# block 1

Fig. 1: block 1, port wiring
Bar = 50 um.
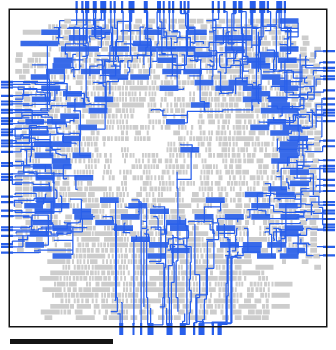

`config.mk`:
```
export PLATFORM = sky130hd
export DESIGN_NAME = debug_probe_capture
export DESIGN_NICKNAME = d
export VERILOG_FILES = /design/src/rtl/debug_probe_pkg.sv /design/src/rtl/probe_tick_gen.sv /design/src/rtl/debug_probe_capture.sv
export SDC_FILE = /design/constraint.sdc
export NUM_CORES = 1
export LEC_CHECK = 0
export ABC_AREA = 1
export ABC_CLOCK_PERIOD_IN_PS = 4400
export CORE_MARGIN = 2
export CORE_UTILIZATION = 54
export CTS_CLUSTER_DIAMETER = 40
export CTS_CLUSTER_SIZE = 24
export DETAILED_ROUTE_END_ITERATION = 12
export PLACE_DENSITY = 0.88
export SYNTH_ARGS = -nofsm -noshare
export SYNTH_HDL_FRONTEND = slang
export SYNTH_HIERARCHICAL = 1
export SYNTH_SLANG_ARGS = --single-unit
```
`constraint.sdc`:
```
create_clock -name clk_sys -period 4.4 [get_ports clk_sys]
set_input_delay 1.32 -clock clk_sys [delete_from_list [all_inputs] [get_ports clk_sys]]
set_output_delay 1.32 -clock clk_sys [all_outputs]
set_load 0.01 [all_outputs]
```
`src/rtl/debug_probe_pkg.sv`:
```
// Shared types for the OSD probe capture block: operating modes and trigger FSM states.
package debug_probe_pkg;

  typedef enum logic [1:0] {
    LIVE     = 2'b00,
    PERIODIC = 2'b01,
    TRIGGER  = 2'b10,
    FROZEN   = 2'b11
  } probe_mode_t;

  typedef enum logic [1:0] {
    IDLE,
    ARMED,
    HELD
  } cap_state_t;

  localparam int unsigned HIT_W   = 16;
  localparam logic [HIT_W-1:0] HIT_MAX = '1;

endpackage

```
`src/rtl/probe_tick_gen.sv`:
```
// Free-running refresh divider: one-cycle tick every CLK_HZ/UPDATE_HZ clocks.
module probe_tick_gen #(
  parameter int unsigned CLK_HZ    = 50_000_000,
  parameter int unsigned UPDATE_HZ = 10
) (
  input  logic clk_sys,
  input  logic reset_n,
  output logic tick
);

  localparam int unsigned DIV = CLK_HZ / UPDATE_HZ;
  localparam int unsigned CW  = (DIV > 1) ? $clog2(DIV) : 1;

  logic [CW-1:0] cnt;

  always_ff @(posedge clk_sys or negedge reset_n) begin
    if (!reset_n)        cnt <= CW'(DIV - 1);
    else if (cnt == '0)  cnt <= CW'(DIV - 1);
    else                 cnt <= cnt - 1'b1;
  end

  always_comb tick = (cnt == '0);

endmodule

```
`src/rtl/debug_probe_capture.sv`:
```
// Multi-channel probe sampler for the OSD overlay: live, periodic, masked-trigger
// and frozen capture with per-channel change flags and a saturating hit counter.
module debug_probe_capture
  import debug_probe_pkg::*;
#(
  parameter int unsigned CHANNELS  = 8,
  parameter int unsigned WIDTH     = 16,
  parameter int unsigned CLK_HZ    = 50_000_000,
  parameter int unsigned UPDATE_HZ = 10,
  localparam int unsigned CHW      = (CHANNELS > 1) ? $clog2(CHANNELS) : 1
) (
  input  logic                      clk_sys,
  input  logic                      reset_n,
  input  logic [CHANNELS*WIDTH-1:0] probe_in,
  input  logic [1:0]                mode,
  input  logic                      arm,
  input  logic [CHW-1:0]            trig_chan,
  input  logic [WIDTH-1:0]          trig_value,
  input  logic [WIDTH-1:0]          trig_mask,
  output logic [CHANNELS*WIDTH-1:0] probe_out,
  output logic                      tick,
  output logic                      armed,
  output logic                      triggered,
  output logic [CHANNELS-1:0]       changed,
  output logic [HIT_W-1:0]          hit_count
);

  probe_mode_t      mode_e;
  cap_state_t       state, state_nx;
  logic [WIDTH-1:0] sel;
  logic             match, match_r, match_d;
  logic             arm_eff, capture, load;
  logic [HIT_W-1:0] hit_q;

  probe_tick_gen #(.CLK_HZ(CLK_HZ), .UPDATE_HZ(UPDATE_HZ)) u_tick (
    .clk_sys (clk_sys),
    .reset_n (reset_n),
    .tick    (tick)
  );

  assign mode_e = probe_mode_t'(mode);

  // A trig_chan with no matching channel leaves match low.
  always_comb begin
    sel   = '0;
    match = 1'b0;
    for (int unsigned k = 0; k < CHANNELS; k++) begin
      if (trig_chan == CHW'(k)) begin
        sel   = probe_in[k*WIDTH +: WIDTH];
        match = ((sel ^ trig_value) & trig_mask) == '0;
      end
    end
  end

  always_comb begin
    arm_eff  = arm && (mode_e == TRIGGER);
    capture  = (mode_e == TRIGGER) && (state == ARMED) && match && !arm;
    state_nx = state;
    if (mode_e != TRIGGER)                  state_nx = IDLE;
    else if (arm)                           state_nx = ARMED;
    else if ((state == ARMED) && match)     state_nx = HELD;
    unique case (mode_e)
      LIVE:     load = 1'b1;
      PERIODIC: load = tick;
      TRIGGER:  load = capture;
      default:  load = 1'b0;
    endcase
  end

  always_ff @(posedge clk_sys or negedge reset_n) begin
    if (!reset_n) begin
      state     <= IDLE;
      armed     <= 1'b0;
      triggered <= 1'b0;
      match_r   <= 1'b0;
      match_d   <= 1'b0;
      hit_q     <= '0;
    end else begin
      state     <= state_nx;
      armed     <= (state_nx == ARMED);
      triggered <= (state_nx == HELD);
      match_r   <= match;
      match_d   <= match_r;
      if (arm_eff)                                  hit_q <= '0;
      else if (match_r && !match_d && hit_q != HIT_MAX) hit_q <= hit_q + 1'b1;
    end
  end

  assign hit_count = hit_q;

  for (genvar k = 0; k < CHANNELS; k++) begin : g_chan
    logic [WIDTH-1:0] held;
    logic             chg;

    always_ff @(posedge clk_sys or negedge reset_n) begin
      if (!reset_n) begin
        held <= '0;
        chg  <= 1'b0;
      end else if (load) begin
        held <= probe_in[k*WIDTH +: WIDTH];
        chg  <= (probe_in[k*WIDTH +: WIDTH] != held);
      end
    end

    assign probe_out[k*WIDTH +: WIDTH] = held;
    assign changed[k]                  = chg;
  end

endmodule

```
# block 2

--- config.mk ---
export PLATFORM = sky130hd
export DESIGN_NAME = dma_read_splitter
export DESIGN_NICKNAME = d
export VERILOG_FILES = /design/src/rtl/dma_read_splitter.sv
export SDC_FILE = /design/constraint.sdc
export NUM_CORES = 1
export LEC_CHECK = 0
export CORE_AREA = 2 2 501 503
export DETAILED_ROUTE_END_ITERATION = 6
export DIE_AREA = 0 0 503 505
export PLACE_DENSITY = 0.34
export SYNTH_ARGS = -nofsm -noshare
export SYNTH_HDL_FRONTEND = slang
export SYNTH_SLANG_ARGS = --single-unit
--- constraint.sdc ---
create_clock -name clock -period 6.85 [get_ports clock]
set_input_delay 1.37 -clock clock [delete_from_list [all_inputs] [get_ports clock]]
set_output_delay 1.37 -clock clock [all_outputs]
set_load 0.03 [all_outputs]
--- src/rtl/dma_read_splitter.sv ---
// dma_read_splitter: accepts a byte-range read request, breaks it into DMA
// read commands that never cross a MAX_BURST boundary, caps the number of
// commands whose data is still in flight, and forwards the returning data
// stream downstream with a request-level last flag.
//
// Handshake rule for every channel: a transfer happens on a rising edge
// where valid and ready are both 1; a source holding valid does not change
// its payload until that transfer happens.
module dma_read_splitter #(
    parameter int WIDTH           = 512,
    parameter int MAX_BURST       = 4096,
    parameter int MAX_OUTSTANDING = 8
) (
    input  logic               clock,
    input  logic               reset,
    input  logic               req_valid,
    output logic               req_ready,
    input  logic [63:0]        req_address,
    input  logic [31:0]        req_length,
    output logic               read_cmd_valid,
    input  logic               read_cmd_ready,
    output logic [63:0]        read_cmd_address,
    output logic [31:0]        read_cmd_length,
    input  logic               read_data_valid,
    input  logic [WIDTH-1:0]   read_data_data,
    input  logic [WIDTH/8-1:0] read_data_keep,
    input  logic               read_data_last,
    output logic               read_data_ready,
    output logic               out_valid,
    output logic [WIDTH-1:0]   out_data,
    output logic               out_last,
    input  logic               out_ready,
    output logic               done,
    output logic               busy,
    output logic [1:0]         dbg_state
);

    localparam int BEAT_BYTES = WIDTH / 8;
    localparam int BEAT_LOG2  = $clog2(BEAT_BYTES);
    localparam int BURST_LOG2 = $clog2(MAX_BURST);
    localparam int OW         = $clog2(MAX_OUTSTANDING + 1);
    localparam logic [OW-1:0] MAX_OUT_C   = OW'(MAX_OUTSTANDING);
    localparam logic [31:0]   MAX_BURST_C = 32'(MAX_BURST);

    typedef enum logic [1:0] {
        IDLE  = 2'd0,
        SPLIT = 2'd1,
        DRAIN = 2'd2
    } state_t;

    state_t         state_q, state_d;
    logic [63:0]    cur_addr_q, cur_addr_d;
    logic [31:0]    remaining_q, remaining_d;
    logic [31:0]    beats_left_q, beats_left_d;
    logic [OW-1:0]  outstanding_q, outstanding_d;

    logic [31:0]    burst_space;
    logic [31:0]    cmd_len;
    logic           cmd_fire;
    logic           data_fire;
    logic           last_fire;

    // Keep strobes carry no information for this block.
    logic           unused_keep;
    assign unused_keep = ^read_data_keep;

    // Bytes left before the next MAX_BURST boundary; the command is clipped to it.
    assign burst_space = MAX_BURST_C - 32'(cur_addr_q[BURST_LOG2-1:0]);
    assign cmd_len     = (remaining_q < burst_space) ? remaining_q : burst_space;

    assign req_ready        = (state_q == IDLE);
    assign busy             = (state_q != IDLE);
    assign read_cmd_valid   = (state_q == SPLIT) && (outstanding_q < MAX_OUT_C);
    assign read_cmd_address = cur_addr_q;
    assign read_cmd_length  = cmd_len;
    assign done             = (state_q == DRAIN) && (outstanding_q == '0) && (beats_left_q == '0);
    assign dbg_state        = state_q;

    // Data path is a straight wire; beats seen while idle are not counted.
    assign out_valid       = read_data_valid;
    assign out_data        = read_data_data;
    assign read_data_ready = out_ready;
    assign out_last        = read_data_valid && (beats_left_q == 32'd1);

    assign cmd_fire  = read_cmd_valid && read_cmd_ready;
    assign data_fire = read_data_valid && out_ready && (state_q != IDLE);
    assign last_fire = data_fire && read_data_last;

    // Next-state logic: request latch, command address/length walk, completion.
    always_comb begin
        state_d     = state_q;
        cur_addr_d  = cur_addr_q;
        remaining_d = remaining_q;
        case (state_q)
            IDLE: begin
                if (req_valid) begin
                    cur_addr_d  = req_address;
                    remaining_d = req_length;
                    state_d     = (req_length != 32'd0) ? SPLIT : DRAIN;
                end
            end
            SPLIT: begin
                if (cmd_fire) begin
                    cur_addr_d  = cur_addr_q + 64'(cmd_len);
                    remaining_d = remaining_q - cmd_len;
                    if (remaining_q == cmd_len) begin
                        state_d = DRAIN;
                    end
                end
            end
            DRAIN: begin
                if (done) begin
                    state_d = IDLE;
                end
            end
            default: state_d = IDLE;
        endcase
    end

    // Beat and in-flight command counters.
    always_comb begin
        beats_left_d  = beats_left_q;
        outstanding_d = outstanding_q;
        if ((state_q == IDLE) && req_valid) begin
            beats_left_d = req_length >> BEAT_LOG2;
        end else if (data_fire && (beats_left_q != 32'd0)) begin
            beats_left_d = beats_left_q - 32'd1;
        end
        case ({cmd_fire, last_fire && (outstanding_q != '0)})
            2'b10:   outstanding_d = outstanding_q + 1'b1;
            2'b01:   outstanding_d = outstanding_q - 1'b1;
            default: outstanding_d = outstanding_q;
        endcase
    end

    // State and counter registers, cleared asynchronously.
    always_ff @(posedge clock or posedge reset) begin
        if (reset) begin
            state_q       <= IDLE;
            cur_addr_q    <= '0;
            remaining_q   <= '0;
            beats_left_q  <= '0;
            outstanding_q <= '0;
        end else begin
            state_q       <= state_d;
            cur_addr_q    <= cur_addr_d;
            remaining_q   <= remaining_d;
            beats_left_q  <= beats_left_d;
            outstanding_q <= outstanding_d;
        end
    end

endmodule

# block 3

### config.mk
export PLATFORM = sky130hd
export DESIGN_NAME = branch_seq_flat
export DESIGN_NICKNAME = d
export VERILOG_FILES = /design/src/rtl/branch_seq_pkg.sv /design/src/rtl/branch_seq_if.sv /design/src/rtl/branch_seq.sv /design/src/flat_wrapper.sv
export SDC_FILE = /design/constraint.sdc
export NUM_CORES = 1
export LEC_CHECK = 0
export ABC_CLOCK_PERIOD_IN_PS = 1550
export CAP_MARGIN = 20
export CORE_MARGIN = 2
export CORE_UTILIZATION = 34
export DETAILED_ROUTE_END_ITERATION = 6
export GPL_TIMING_DRIVEN = 0
export HOLD_SLACK_MARGIN = 0.05
export PLACE_DENSITY = 0.7
export SLEW_MARGIN = 5
export SYNTH_ARGS = -nofsm -noshare
export SYNTH_HDL_FRONTEND = slang
export SYNTH_SLANG_ARGS = --single-unit
### constraint.sdc
create_clock -name clk -period 1.55 [get_ports clk]
set_clock_uncertainty 0.1 [all_clocks]
set_input_delay 0.2325 -clock clk [delete_from_list [all_inputs] [get_ports clk]]
set_output_delay 0.2325 -clock clk [all_outputs]
set_load 0.005 [all_outputs]
### src/rtl/branch_seq_pkg.sv
// Shared control-unit definitions used by the branch sequencer:
// sequencer states, opcode constants, IR field positions, condition
// encodings and the state-to-strobe decode.
package branch_seq_pkg;

    // Sequencer states; T1/T2 (fetch) are owned by the main control unit.
    typedef enum logic [2:0] {
        S_IDLE = 3'd0,
        S_T3   = 3'd1,
        S_T4   = 3'd2,
        S_T5   = 3'd3,
        S_T6   = 3'd4,
        S_DONE = 3'd5
    } state_t;

    // Opcode map (ir[31:27]).
    localparam logic [4:0] OPC_LD   = 5'b00000;
    localparam logic [4:0] OPC_LDI  = 5'b00001;
    localparam logic [4:0] OPC_ST   = 5'b00010;
    localparam logic [4:0] OPC_ADD  = 5'b00011;
    localparam logic [4:0] OPC_SUB  = 5'b00100;
    localparam logic [4:0] OPC_ADDI = 5'b01100;
    localparam logic [4:0] OPC_BR   = 5'b10010;
    localparam logic [4:0] OPC_JR   = 5'b10011;
    localparam logic [4:0] OPC_JAL  = 5'b10100;

    // IR field positions.
    localparam int OPC_HI = 31;
    localparam int OPC_LO = 27;
    localparam int RA_HI  = 26;
    localparam int RA_LO  = 23;
    localparam int C2_HI  = 20;
    localparam int C2_LO  = 19;
    localparam int C_HI   = 18;
    localparam int C_LO   = 0;

    // Condition select encodings presented to the condition logic.
    typedef enum logic [1:0] {
        COND_ZERO    = 2'b00,
        COND_NONZERO = 2'b01,
        COND_POS     = 2'b10,
        COND_NEG     = 2'b11
    } cond_t;

    // Control strobes produced by the sequencer.
    typedef struct packed {
        logic gra;
        logic rout;
        logic con_in;
        logic pc_out;
        logic y_in;
        logic c_out;
        logic add;
        logic z_in;
        logic zlow_out;
        logic pc_in;
        logic done;
        logic busy;
    } strobe_t;

    // Moore decode: strobes depend on state only (PCin additionally on the
    // branch decision that was latched back in T3).
    function automatic strobe_t decode_strobes(input state_t s, input logic taken);
        strobe_t d;
        d = '0;
        d.busy = (s != S_IDLE);
        case (s)
            S_T3: begin
                d.gra    = 1'b1;
                d.rout   = 1'b1;
                d.con_in = 1'b1;
            end
            S_T4: begin
                d.pc_out = 1'b1;
                d.y_in   = 1'b1;
            end
            S_T5: begin
                d.c_out = 1'b1;
                d.add   = 1'b1;
                d.z_in  = 1'b1;
            end
            S_T6: begin
                d.zlow_out = 1'b1;
                d.pc_in    = taken;
            end
            S_DONE: d.done = 1'b1;
            default: ;
        endcase
        return d;
    endfunction

endpackage

### src/rtl/branch_seq_if.sv
// Handshake and control-strobe bundle between the main control unit
// (master) and the branch sequencer (slave).
interface branch_seq_if;
    logic        start;
    logic [31:0] ir;
    logic        con_q;
    logic [1:0]  cond_sel;
    logic [3:0]  ra_sel;
    logic        Gra;
    logic        Rout;
    logic        CONin;
    logic        PCout;
    logic        Yin;
    logic        Cout;
    logic [31:0] c_sext;
    logic        ADD;
    logic        Zin;
    logic        Zlowout;
    logic        PCin;
    logic        busy;
    logic        taken;
    logic        done;
    logic        illegal;

    modport master (
        output start, ir, con_q,
        input  cond_sel, ra_sel, Gra, Rout, CONin, PCout, Yin, Cout, c_sext,
               ADD, Zin, Zlowout, PCin, busy, taken, done, illegal
    );

    modport slave (
        input  start, ir, con_q,
        output cond_sel, ra_sel, Gra, Rout, CONin, PCout, Yin, Cout, c_sext,
               ADD, Zin, Zlowout, PCin, busy, taken, done, illegal
    );
endinterface

### src/rtl/branch_seq.sv
// Branch control-step sequencer: runs T3..T6 for brzr/brnz/brpl/brmi,
// latching the condition in T3 and loading PC with PC + sext(C) in T6
// only when the branch is taken. All strobes are registered.
module branch_seq #(
    parameter logic [4:0] OPC_BR     = branch_seq_pkg::OPC_BR,
    parameter bit         EARLY_EXIT = 1'b1,
    parameter int         IMM_W      = 19
) (
    input  logic         clk,
    input  logic         clr,
    branch_seq_if.slave  ctl
);
    import branch_seq_pkg::*;

    state_t      state;
    state_t      nxt;
    logic [31:0] ir_q;
    logic        taken;
    logic        illegal;
    strobe_t     strb;
    logic        opc_ok;
    logic        unused_bits;

    assign opc_ok = (ctl.ir[OPC_HI:OPC_LO] == OPC_BR);

    // Next-state selection; a not-taken branch may skip the PC update steps.
    always_comb begin
        nxt = state;
        case (state)
            S_IDLE:  if (ctl.start && opc_ok) nxt = S_T3;
            S_T3:    nxt = S_T4;
            S_T4:    nxt = (EARLY_EXIT && !taken) ? S_DONE : S_T5;
            S_T5:    nxt = S_T6;
            S_T6:    nxt = S_DONE;
            S_DONE:  nxt = S_IDLE;
            default: nxt = S_IDLE;
        endcase
    end

    // State, captured instruction, branch decision and registered strobes.
    always_ff @(posedge clk) begin
        if (clr) begin
            state   <= S_IDLE;
            ir_q    <= '0;
            taken   <= 1'b0;
            illegal <= 1'b0;
            strb    <= '0;
        end else begin
            state   <= nxt;
            strb    <= decode_strobes(nxt, taken);
            illegal <= (state == S_IDLE) && ctl.start && !opc_ok;
            if ((state == S_IDLE) && ctl.start && opc_ok)
                ir_q <= ctl.ir;
            if (state == S_T3)
                taken <= ctl.con_q;
        end
    end

    // Field decodes come straight from the captured IR, so they stay put
    // from T3 until the next accepted start.
    assign ctl.cond_sel = ir_q[C2_HI:C2_LO];
    assign ctl.ra_sel   = ir_q[RA_HI:RA_LO];
    assign ctl.c_sext   = {{(32-IMM_W){ir_q[IMM_W-1]}}, ir_q[IMM_W-1:0]};

    assign ctl.Gra     = strb.gra;
    assign ctl.Rout    = strb.rout;
    assign ctl.CONin   = strb.con_in;
    assign ctl.PCout   = strb.pc_out;
    assign ctl.Yin     = strb.y_in;
    assign ctl.Cout    = strb.c_out;
    assign ctl.ADD     = strb.add;
    assign ctl.Zin     = strb.z_in;
    assign ctl.Zlowout = strb.zlow_out;
    assign ctl.PCin    = strb.pc_in;
    assign ctl.done    = strb.done;
    assign ctl.busy    = strb.busy;
    assign ctl.taken   = taken;
    assign ctl.illegal = illegal;

    // Opcode and spare bits of the captured IR are not needed after capture.
    assign unused_bits = ^{ir_q[31:27], ir_q[22:21]};

endmodule

### src/flat_wrapper.sv
// flat-port wrapper written by rule: the top's interface ports become plain ports
module branch_seq_flat import branch_seq_pkg::*;
#(
    parameter logic [4:0] OPC_BR     = branch_seq_pkg::OPC_BR,
    parameter bit         EARLY_EXIT = 1'b1,
    parameter int         IMM_W      = 19
)
  (clk, clr, ctl_start, ctl_ir, ctl_con_q, ctl_cond_sel, ctl_ra_sel, ctl_Gra, ctl_Rout, ctl_CONin, ctl_PCout, ctl_Yin, ctl_Cout, ctl_c_sext, ctl_ADD, ctl_Zin, ctl_Zlowout, ctl_PCin, ctl_busy, ctl_taken, ctl_done, ctl_illegal);
  branch_seq_if ctl_i ();
  input  logic clk;
  input  logic clr;
  input wire logic [$bits(ctl_i.start)-1:0] ctl_start;
  input wire logic [$bits(ctl_i.ir)-1:0] ctl_ir;
  input wire logic [$bits(ctl_i.con_q)-1:0] ctl_con_q;
  output wire logic [$bits(ctl_i.cond_sel)-1:0] ctl_cond_sel;
  output wire logic [$bits(ctl_i.ra_sel)-1:0] ctl_ra_sel;
  output wire logic [$bits(ctl_i.Gra)-1:0] ctl_Gra;
  output wire logic [$bits(ctl_i.Rout)-1:0] ctl_Rout;
  output wire logic [$bits(ctl_i.CONin)-1:0] ctl_CONin;
  output wire logic [$bits(ctl_i.PCout)-1:0] ctl_PCout;
  output wire logic [$bits(ctl_i.Yin)-1:0] ctl_Yin;
  output wire logic [$bits(ctl_i.Cout)-1:0] ctl_Cout;
  output wire logic [$bits(ctl_i.c_sext)-1:0] ctl_c_sext;
  output wire logic [$bits(ctl_i.ADD)-1:0] ctl_ADD;
  output wire logic [$bits(ctl_i.Zin)-1:0] ctl_Zin;
  output wire logic [$bits(ctl_i.Zlowout)-1:0] ctl_Zlowout;
  output wire logic [$bits(ctl_i.PCin)-1:0] ctl_PCin;
  output wire logic [$bits(ctl_i.busy)-1:0] ctl_busy;
  output wire logic [$bits(ctl_i.taken)-1:0] ctl_taken;
  output wire logic [$bits(ctl_i.done)-1:0] ctl_done;
  output wire logic [$bits(ctl_i.illegal)-1:0] ctl_illegal;
  assign ctl_i.start = ctl_start;
  assign ctl_i.ir = ctl_ir;
  assign ctl_i.con_q = ctl_con_q;
  assign ctl_cond_sel = ctl_i.cond_sel;
  assign ctl_ra_sel = ctl_i.ra_sel;
  assign ctl_Gra = ctl_i.Gra;
  assign ctl_Rout = ctl_i.Rout;
  assign ctl_CONin = ctl_i.CONin;
  assign ctl_PCout = ctl_i.PCout;
  assign ctl_Yin = ctl_i.Yin;
  assign ctl_Cout = ctl_i.Cout;
  assign ctl_c_sext = ctl_i.c_sext;
  assign ctl_ADD = ctl_i.ADD;
  assign ctl_Zin = ctl_i.Zin;
  assign ctl_Zlowout = ctl_i.Zlowout;
  assign ctl_PCin = ctl_i.PCin;
  assign ctl_busy = ctl_i.busy;
  assign ctl_taken = ctl_i.taken;
  assign ctl_done = ctl_i.done;
  assign ctl_illegal = ctl_i.illegal;
  branch_seq #(.OPC_BR(OPC_BR), .EARLY_EXIT(EARLY_EXIT), .IMM_W(IMM_W)) u_core (.clk(clk), .clr(clr), .ctl(ctl_i));
endmodule
# block 4

==> src/rtl/instr_fetch_if.sv <==
// Instruction fetch bus bundle: program-memory request/response channel,
// instruction valid/ready channel to the control FSM, redirect and run control.
//   master : the fetch unit (drives mem_req/mem_addr and the instr_* payload)
//   slave  : the environment (memory, control FSM, branch logic)
interface instr_fetch_if #(
  parameter int unsigned AW = 8
);
  logic          run;
  logic          mem_req;
  logic [AW-1:0] mem_addr;
  logic          mem_gnt;
  logic          mem_rvalid;
  logic [7:0]    mem_rdata;
  logic          instr_valid;
  logic [7:0]    instr;
  logic [AW-1:0] instr_pc;
  logic          instr_ready;
  logic          redirect;
  logic [AW-1:0] redirect_pc;
  logic          fetch_idle;

  modport master (
    input  run, mem_gnt, mem_rvalid, mem_rdata, instr_ready, redirect, redirect_pc,
    output mem_req, mem_addr, instr_valid, instr, instr_pc, fetch_idle
  );

  modport slave (
    output run, mem_gnt, mem_rvalid, mem_rdata, instr_ready, redirect, redirect_pc,
    input  mem_req, mem_addr, instr_valid, instr, instr_pc, fetch_idle
  );
endinterface

==> src/rtl/instr_fetch.sv <==
// Instruction fetch unit for the 8-bit CPU.
// Holds the PC, issues single-outstanding reads to program memory, buffers the
// returned bytes in a DEPTH-entry prefetch FIFO and presents the head entry to
// the control FSM with a valid/ready handshake. Supports redirect with flush
// and run/halt control.
// Ports:
//   clk  - clock, rising edge
//   rst  - asynchronous, active-high reset
//   bus  - instr_fetch_if.master: run, mem_req/mem_addr/mem_gnt/mem_rvalid/
//          mem_rdata, instr_valid/instr/instr_pc/instr_ready,
//          redirect/redirect_pc, fetch_idle
module instr_fetch #(
  parameter int unsigned AW    = 8,
  parameter int unsigned DEPTH = 2
) (
  input  logic          clk,
  input  logic          rst,
  instr_fetch_if.master bus
);

  localparam int unsigned PW = (DEPTH > 1) ? $clog2(DEPTH) : 1;
  localparam int unsigned CW = $clog2(DEPTH + 1);
  localparam logic [CW-1:0] DEPTH_C = CW'(DEPTH);

  typedef enum logic [1:0] {
    S_IDLE = 2'd0,
    S_REQ  = 2'd1,
    S_WAIT = 2'd2
  } state_t;

  typedef struct packed {
    logic [7:0]    op_byte;
    logic [AW-1:0] pc;
  } entry_t;

  state_t        state_q;
  logic [AW-1:0] pc_q;
  logic [AW-1:0] req_pc_q;
  logic          drop_q;
  logic          mem_req_q;
  logic          fetch_idle_q;
  logic          instr_valid_q;
  logic [CW-1:0] count_q;
  logic [PW-1:0] rd_ptr_q;
  logic [PW-1:0] wr_ptr_q;
  entry_t        fifo_q [DEPTH];

  logic          push_c;
  logic          pop_c;
  logic [CW-1:0] count_nxt_c;
  logic          room_c;

  // FIFO bookkeeping; redirect flushes and overrides any same-cycle push/pop
  always_comb begin
    push_c      = 1'b0;
    pop_c       = 1'b0;
    count_nxt_c = count_q;
    room_c      = 1'b0;
    if (!bus.redirect) begin
      push_c      = (state_q == S_WAIT) && bus.mem_rvalid && !drop_q;
      pop_c       = instr_valid_q && bus.instr_ready;
      count_nxt_c = count_q + CW'(push_c) - CW'(pop_c);
    end else begin
      count_nxt_c = '0;
    end
    // Only one request is ever outstanding, so a free slot after this
    // cycle's update guarantees the next response has somewhere to land.
    room_c = (count_nxt_c < DEPTH_C);
  end

  // Prefetch FIFO storage and pointers
  always_ff @(posedge clk or posedge rst) begin
    if (rst) begin
      count_q       <= '0;
      instr_valid_q <= 1'b0;
      rd_ptr_q      <= '0;
      wr_ptr_q      <= '0;
      for (int i = 0; i < int'(DEPTH); i++) begin
        fifo_q[i] <= '0;
      end
    end else begin
      count_q       <= count_nxt_c;
      instr_valid_q <= (count_nxt_c != '0);
      if (bus.redirect) begin
        rd_ptr_q <= '0;
        wr_ptr_q <= '0;
      end else begin
        if (push_c) begin
          fifo_q[wr_ptr_q] <= '{op_byte: bus.mem_rdata, pc: req_pc_q};
          wr_ptr_q         <= wr_ptr_q + PW'(1);
        end
        if (pop_c) begin
          rd_ptr_q <= rd_ptr_q + PW'(1);
        end
      end
    end
  end

  // Fetch control FSM with registered mem_req / fetch_idle
  always_ff @(posedge clk or posedge rst) begin
    if (rst) begin
      state_q      <= S_IDLE;
      pc_q         <= '0;
      req_pc_q     <= '0;
      drop_q       <= 1'b0;
      mem_req_q    <= 1'b0;
      fetch_idle_q <= 1'b1;
    end else begin
      case (state_q)
        S_IDLE: begin
          if (bus.redirect) begin
            pc_q <= bus.redirect_pc;
          end
          if (bus.run && room_c) begin
            state_q      <= S_REQ;
            mem_req_q    <= 1'b1;
            fetch_idle_q <= 1'b0;
          end
        end

        S_REQ: begin
          if (bus.mem_gnt) begin
            // A redirect coincident with the grant lets the fetch complete
            // but marks its response for discard.
            req_pc_q     <= pc_q;
            drop_q       <= bus.redirect;
            pc_q         <= bus.redirect ? bus.redirect_pc : pc_q + AW'(1);
            state_q      <= S_WAIT;
            mem_req_q    <= 1'b0;
            fetch_idle_q <= 1'b0;
          end else if (bus.redirect) begin
            pc_q <= bus.redirect_pc;
            if (!bus.run) begin
              state_q      <= S_IDLE;
              mem_req_q    <= 1'b0;
              fetch_idle_q <= 1'b1;
            end
          end
        end

        S_WAIT: begin
          if (bus.redirect) begin
            pc_q <= bus.redirect_pc;
          end
          if (bus.mem_rvalid) begin
            drop_q <= 1'b0;
            if (bus.run && room_c) begin
              state_q      <= S_REQ;
              mem_req_q    <= 1'b1;
              fetch_idle_q <= 1'b0;
            end else begin
              state_q      <= S_IDLE;
              mem_req_q    <= 1'b0;
              fetch_idle_q <= 1'b1;
            end
          end else if (bus.redirect) begin
            drop_q <= 1'b1;
          end
        end

        default: begin
          state_q      <= S_IDLE;
          mem_req_q    <= 1'b0;
          fetch_idle_q <= 1'b1;
        end
      endcase
    end
  end

  assign bus.mem_req     = mem_req_q;
  assign bus.mem_addr    = pc_q;
  assign bus.instr_valid = instr_valid_q;
  assign bus.instr       = fifo_q[rd_ptr_q].op_byte;
  assign bus.instr_pc    = fifo_q[rd_ptr_q].pc;
  assign bus.fetch_idle  = fetch_idle_q;

endmodule

==> src/flat_wrapper.sv <==
// flat-port wrapper written by rule: the top's interface ports become plain ports
module instr_fetch_flat 
#(
  parameter int unsigned AW    = 8,
  parameter int unsigned DEPTH = 2
)
  (clk, rst, bus_run, bus_mem_gnt, bus_mem_rvalid, bus_mem_rdata, bus_instr_ready, bus_redirect, bus_redirect_pc, bus_mem_req, bus_mem_addr, bus_instr_valid, bus_instr, bus_instr_pc, bus_fetch_idle);
  instr_fetch_if #(.AW(AW)) bus_i ();
  input  logic clk;
  input  logic rst;
  input wire logic [$bits(bus_i.run)-1:0] bus_run;
  input wire logic [$bits(bus_i.mem_gnt)-1:0] bus_mem_gnt;
  input wire logic [$bits(bus_i.mem_rvalid)-1:0] bus_mem_rvalid;
  input wire logic [$bits(bus_i.mem_rdata)-1:0] bus_mem_rdata;
  input wire logic [$bits(bus_i.instr_ready)-1:0] bus_instr_ready;
  input wire logic [$bits(bus_i.redirect)-1:0] bus_redirect;
  input wire logic [$bits(bus_i.redirect_pc)-1:0] bus_redirect_pc;
  output wire logic [$bits(bus_i.mem_req)-1:0] bus_mem_req;
  output wire logic [$bits(bus_i.mem_addr)-1:0] bus_mem_addr;
  output wire logic [$bits(bus_i.instr_valid)-1:0] bus_instr_valid;
  output wire logic [$bits(bus_i.instr)-1:0] bus_instr;
  output wire logic [$bits(bus_i.instr_pc)-1:0] bus_instr_pc;
  output wire logic [$bits(bus_i.fetch_idle)-1:0] bus_fetch_idle;
  assign bus_i.run = bus_run;
  assign bus_i.mem_gnt = bus_mem_gnt;
  assign bus_i.mem_rvalid = bus_mem_rvalid;
  assign bus_i.mem_rdata = bus_mem_rdata;
  assign bus_i.instr_ready = bus_instr_ready;
  assign bus_i.redirect = bus_redirect;
  assign bus_i.redirect_pc = bus_redirect_pc;
  assign bus_mem_req = bus_i.mem_req;
  assign bus_mem_addr = bus_i.mem_addr;
  assign bus_instr_valid = bus_i.instr_valid;
  assign bus_instr = bus_i.instr;
  assign bus_instr_pc = bus_i.instr_pc;
  assign bus_fetch_idle = bus_i.fetch_idle;
  instr_fetch #(.AW(AW), .DEPTH(DEPTH)) u_core (.clk(clk), .rst(rst), .bus(bus_i));
endmodule
==> config.mk <==
export PLATFORM = sky130hd
export DESIGN_NAME = instr_fetch_flat
export DESIGN_NICKNAME = d
export VERILOG_FILES = /design/src/rtl/instr_fetch_if.sv /design/src/rtl/instr_fetch.sv /design/src/flat_wrapper.sv
export SDC_FILE = /design/constraint.sdc
export NUM_CORES = 1
export LEC_CHECK = 0
export CAP_MARGIN = 20
export CORE_MARGIN = 3
export CORE_UTILIZATION = 45
export CTS_CLUSTER_DIAMETER = 80
export DETAILED_ROUTE_END_ITERATION = 8
export PLACE_DENSITY = 0.7
export RECOVER_POWER = 25
export SYNTH_ARGS = -nofsm -noshare
export SYNTH_HDL_FRONTEND = slang
export SYNTH_SLANG_ARGS = --single-unit
==> constraint.sdc <==
create_clock -name clk -period 2.7 [get_ports clk]
set_clock_uncertainty 0.1 [all_clocks]
set_input_delay 0.54 -clock clk [delete_from_list [all_inputs] [get_ports clk]]
set_output_delay 0.54 -clock clk [all_outputs]
set_load 0.05 [all_outputs]
Fig. 2: block 1, register map, names as in the netlist
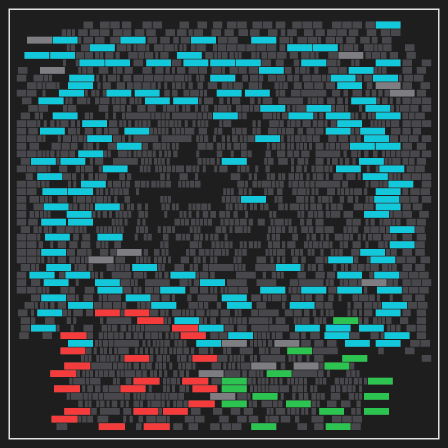
| name in the netlist | color | placed flops |
|---|---|---|
| hit_count | green | 16 |
| g_chan.held | cyan | 128 |
| u_tick/cnt | red | 23 |

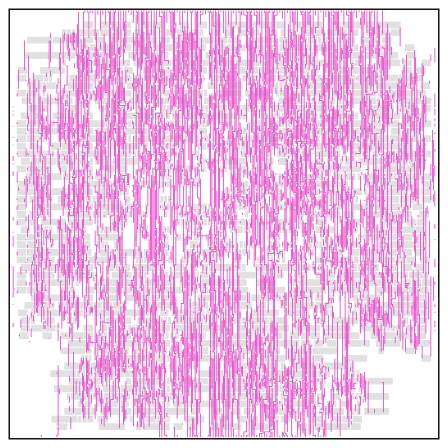
Fig. 3. Signal wires on met2 (block 1).
Cells faint in the background.
main direction: vertical
share of all routed wire: 47%
longest straight run: 85.3 um
nets with wire on the layer: 1,724
wire length on this layer: 20.7 mm
vias: 12,974
total routed wirelength: 44,000 um
M2 GR Usage: 59.5%

About Fig. 1:
| port | color | bits | direction | edge | end cells | buffers | wire |
|---|---|---|---|---|---|---|---|
| probe_out | blue | 128 | output | 43 top, 33 left, 32 right, 20 bottom | 128 | 128 | 6,120 um |
IO Pins: 323
PortBufs: 322

==> flow_summary.json, block 1 <==
{
  "p_leak_nw": 7.82,
  "clkSinkCount": 181,
  "slew_headroom_pct": 55.2,
  "syn_nets": 1821,
  "routedWlPerCell_um": 19.8,
  "cp-end-kind": "flip-flop",
  "p_comb_share_pct": 28.7,
  "netlist_instances": 1650,
  "crit_family": "simple AND/OR/NAND/NOR gates",
  "tns_ns": 0,
  "worst_slew_pin_slew_ns": 0.670,
  "met1_usage_pct": 47.3,
  "final-clk-cell-share_pct": 3.52,
  "fmax_mhz": 263,
  "place_area_um2": 15400,
  "ys_cells": 1650,
  "cp_num_buf_inv": 2,
  "ys_warn_count": 6,
  "met3_usage_pct": 7.75,
  "die_x_um": 154,
  "fillCellCount": 1658,
  "met3_length_um": 4560,
  "hold_violations": 0,
  "grt_pass1_vias": 12188,
  "drt_pass1_iterations": 6,
  "fin_hold_ws_ns": 0.386,
  "status": "finished clean",
  "path_max_fanout": 42,
  "clock_buffers": 22,
  "top_cells_by_area": "dfrtp_1 (35%), nand2_1 (16%), xor2_1 (11%)",
  "area_delta_synth_final_pct": 32.5,
  "clockRootBuffer": "clkbuf_16",
  "hp-class": "reg2reg",
  "finalSetupViolCount": 0,
  "design.seq.count": 181,
  "largestClassByArea": "combinational gates",
  "wl_met1_um": 16800,
  "regArea_um2": 4550,
  "wl_met2_um": 20700,
  "reg2reg_to": "hit_count[14]",
  "cts_buffer_depth": 2,
  "fin_cells": 2229,
  "ctsResizeCount": 0,
  "comb_area_um2": 6530
}
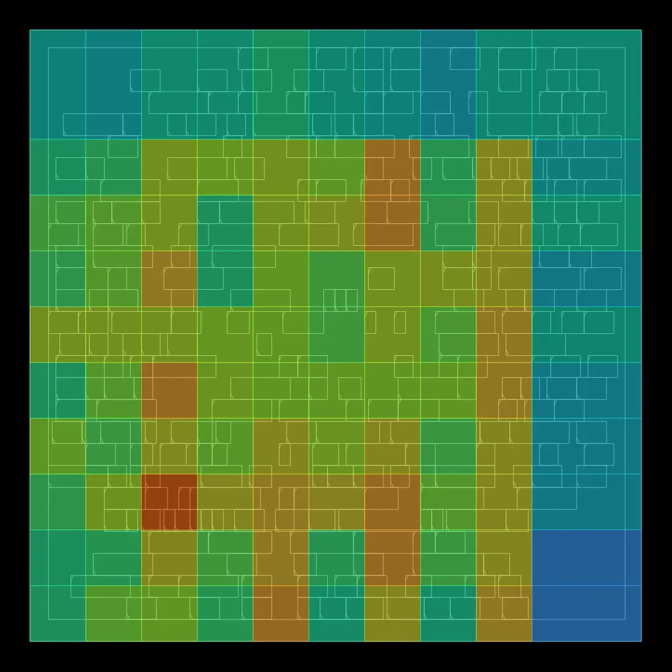
Fig. 4. Routing congestion (block 3).
GR Layer Usage met3: 4.23%
GR peak layer: met2
met1 global-route usage: 16.1%

==> flow_summary.json, block 3 <==
{
  "whs_endpoint": "u_core.ctl.CONin",
  "yosys-stat-area_um2": 1740,
  "regArea_um2": 756,
  "cp-end-kind": "flip-flop",
  "clock_power_uw": 847,
  "crit_required_ns": 1.67,
  "lay_top_count": "clkdlybuf4s50_1",
  "clkSinkCount": 37,
  "synthDistinctLibCells": 25,
  "antenna_cells": 0,
  "place_area_um2": 2670,
  "p_leak_nw": 1.28,
  "hp-class": "in2reg",
  "status": "finished clean",
  "ys_sh_mux_pct": 14.9,
  "ys_cells": 174,
  "rrSetupSlack_ns": 0.04
}
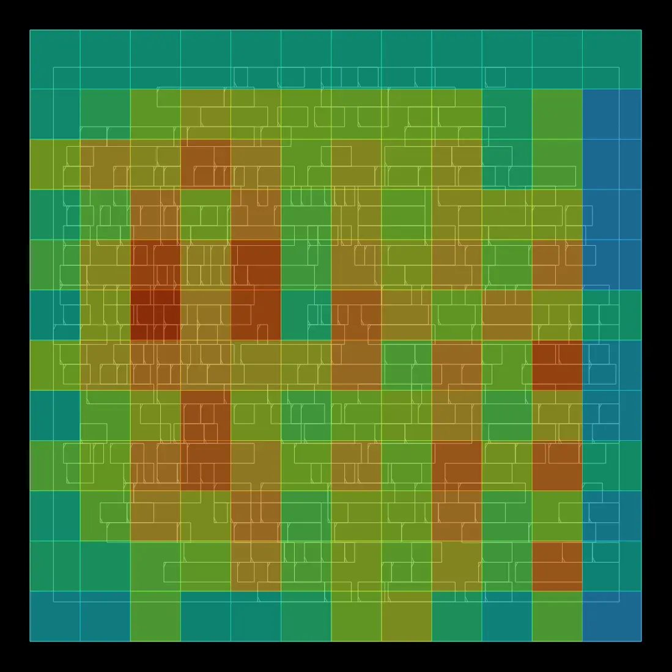
Fig. 5. Routing congestion (block 4).
M2 GR Usage: 24.9%
drt wl/cell: 14.3 um

==> flow_summary.json, block 4 <==
{
  "clockRootBuffer": "clkbuf_8",
  "sh_comb_area_pct": 34.1,
  "place_area_um2": 3310,
  "initCoreUtil_pct": 48.0,
  "whs_endpoint": "u_core.req_pc_q[7]",
  "powerSeq_mw": 1.46,
  "die_y_um": 84.0,
  "portBuffers": 49,
  "synthAdderAreaFrac_pct": 1.37,
  "switching_share_pct": 41.7,
  "synth.avg_cell_area_um2": 11.7,
  "fin_cells": 370,
  "cp-end-kind": "output port",
  "ioPinCount": 50,
  "vias": 1954,
  "arrival_ns": 1.75,
  "layout-drive-gt1-share_pct": 32.2,
  "largest_reg_flops": 32,
  "flop_cell": "dfrtp_1",
  "critPathKind": "reg2out",
  "p_comb_share_pct": 44.1,
  "worstReg2RegStart": "u_core.bus.instr_valid",
  "die_area_um2": 7060,
  "critical_path.endpoint": "bus_instr_pc[2]",
  "top_cells_by_area": "dfrtp_1 (52%), mux2_2 (20%), nand2_1 (4.1%)",
  "clock_buffers": 11,
  "p_int_mw": 2.37,
  "wl_met1_um": 2500,
  "vdd_drop_max_mv": 0.787,
  "core_area_um2": 5710,
  "crit_path_start_kind": "flip-flop",
  "slowest_stage": "dfrtp_1",
  "dpl.cell_count": 354,
  "top_area_cell": "dfrtp_1",
  "vias_per_cell": 5.28,
  "p_leak_nw": 1.67,
  "nonClkBufAreaFrac_pct": 15.4,
  "status": "finished clean",
  "path_cells": "mux2_2, buf_4",
  "ys_ff": 58,
  "period_minus_slack_ns": 2.39,
  "fmax_mhz": 419,
  "num_rows": 27,
  "ys_sh_mux_pct": 19.7,
  "drtIter0Drc": 64,
  "grt_usage_pct": 16.5,
  "design.seq.count": 58,
  "final-clk-cell-share_pct": 5.81,
  "area_delta_synth_final_pct": 28.2,
  "clkSinkCount": 58,
  "hp-class": "reg2reg",
  "final_util_pct": 61.5,
  "xor_area_share_pct": 1.46,
  "die_x_um": 84.0,
  "synth_area_um2": 2740,
  "path_clk_slew_ns": 0.07,
  "fin_nets": 319,
  "crit_required_ns": 2.06,
  "place_ws_ns": 0.0210,
  "seqPwrFrac_pct": 36.0,
  "synthArstFlopShare_pct": 100,
  "antenna_cells": 0,
  "place_hpwl_um": 3700,
  "hold_buffers": 0,
  "yosys.area_share.simple_pct": 11.9,
  "fin_hold_ws_ns": 0.397
}
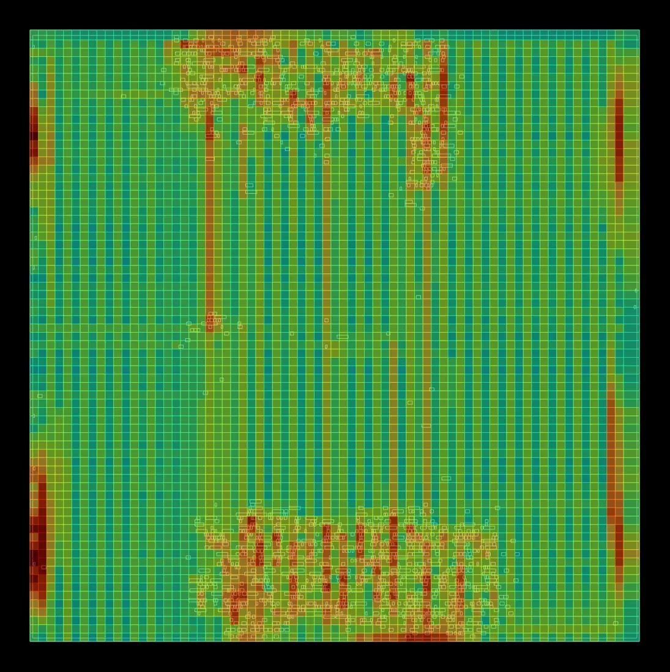
Fig. 6. Routing congestion (block 2).
GRT Overall Usage: 7.91%
M2 GR Usage: 13.0%
GR peak layer: met2

==> flow_summary.json, block 2 <==
{
  "slowest_delay_ns": 0.67,
  "comb-power_mw": 4.82,
  "cts_max_level": 4,
  "rsz0062_at_grt": "yes",
  "clkSinkCount": 134,
  "fillCellCount": 29294,
  "largestClassByArea": "combinational gates",
  "status": "finished clean",
  "crit_path_start_kind": "flip-flop",
  "cts_buffer_depth": 2,
  "layout_top_cells": "clkdlybuf4s50_1 (188), dfrtp_1 (134), a21oi_1 (127)",
  "rr_worst_depth": 30,
  "yosys.area_share.simple_pct": 17.3,
  "cpMostUsedCell": "buf_4",
  "fin_cells": 4959,
  "place_hpwl_um": 86000,
  "place_congestion": 0.762,
  "yosys.stat.seqShare_pct": 23.1,
  "post-cts-setup-buffers": 8,
  "ys_warn_count": 0,
  "xor_area_share_pct": 3.25,
  "top_cells_by_count": "buf_4 (535), dfrtp_1 (134), a21oi_1 (128), nor2_1 (125), nand2_1 (123)",
  "worstReg2RegStart": "read_cmd_address[2]",
  "die_y_um": 505,
  "comb_area_um2": 7090,
  "num_rows": 183,
  "routedWlPerCell_um": 20.9,
  "edf_count": 0,
  "hold_depth": 2,
  "ioPinCount": 1296,
  "vias_per_cell": 2.49,
  "drtAntennaViolNets": 0
}

==> layout pictures side by side <==
Metal 1.
Supply wires on this layer in gray. Cells faint in the background.
image #1
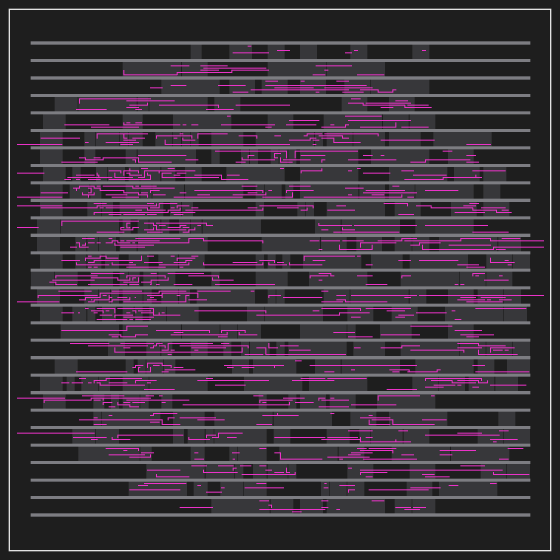
image #2
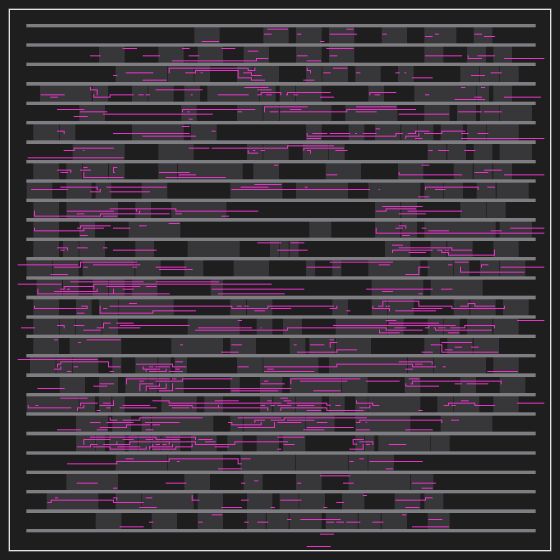
image #3
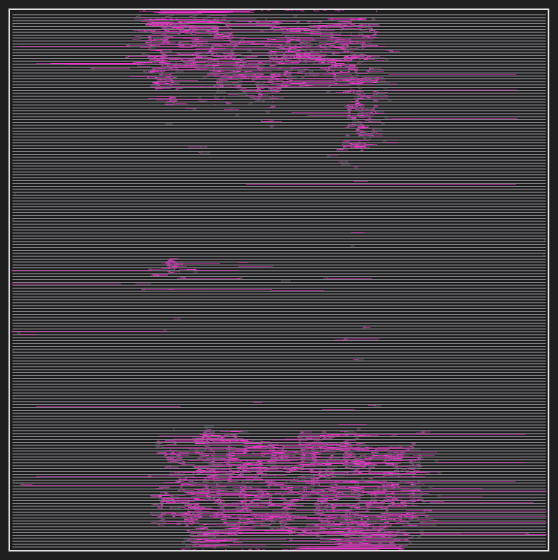
image #4
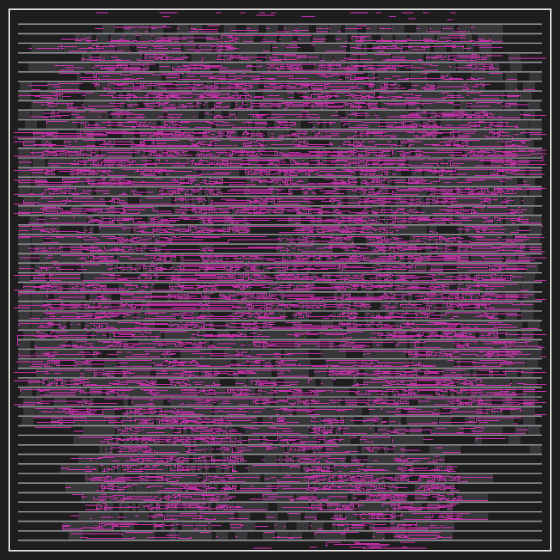
Block 2 is image #3.
Block 1 is image #4.
Block 4 is image #1.
Block 3 is image #2.



## Gallery

Port wiring.
picture 1
Bar = 20 um.
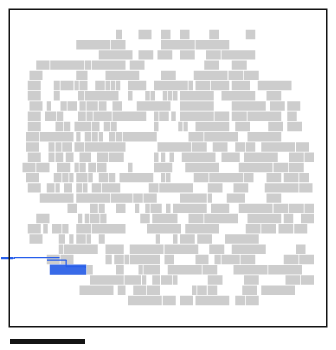
picture 2
Bar = 200 um.
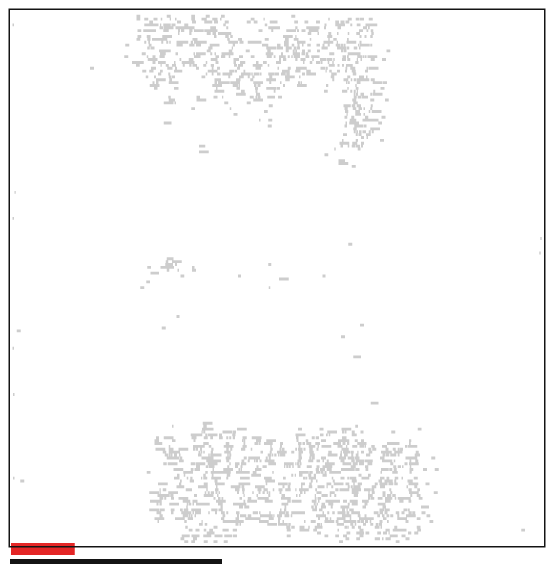
picture 3
Bar = 20 um.
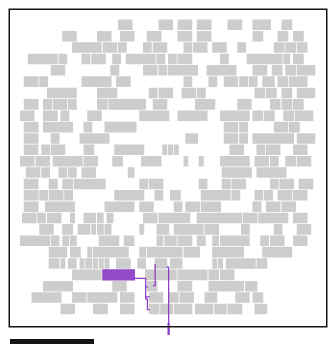
block 4 -> picture 1
block 3 -> picture 3
block 2 -> picture 2

Key to picture 1:
| port | color | bits | direction | edge | end cells | buffers | wire |
|---|---|---|---|---|---|---|---|
| bus_fetch_idle | blue | 1 | output | left | 1 | 1 | 25.0 um |

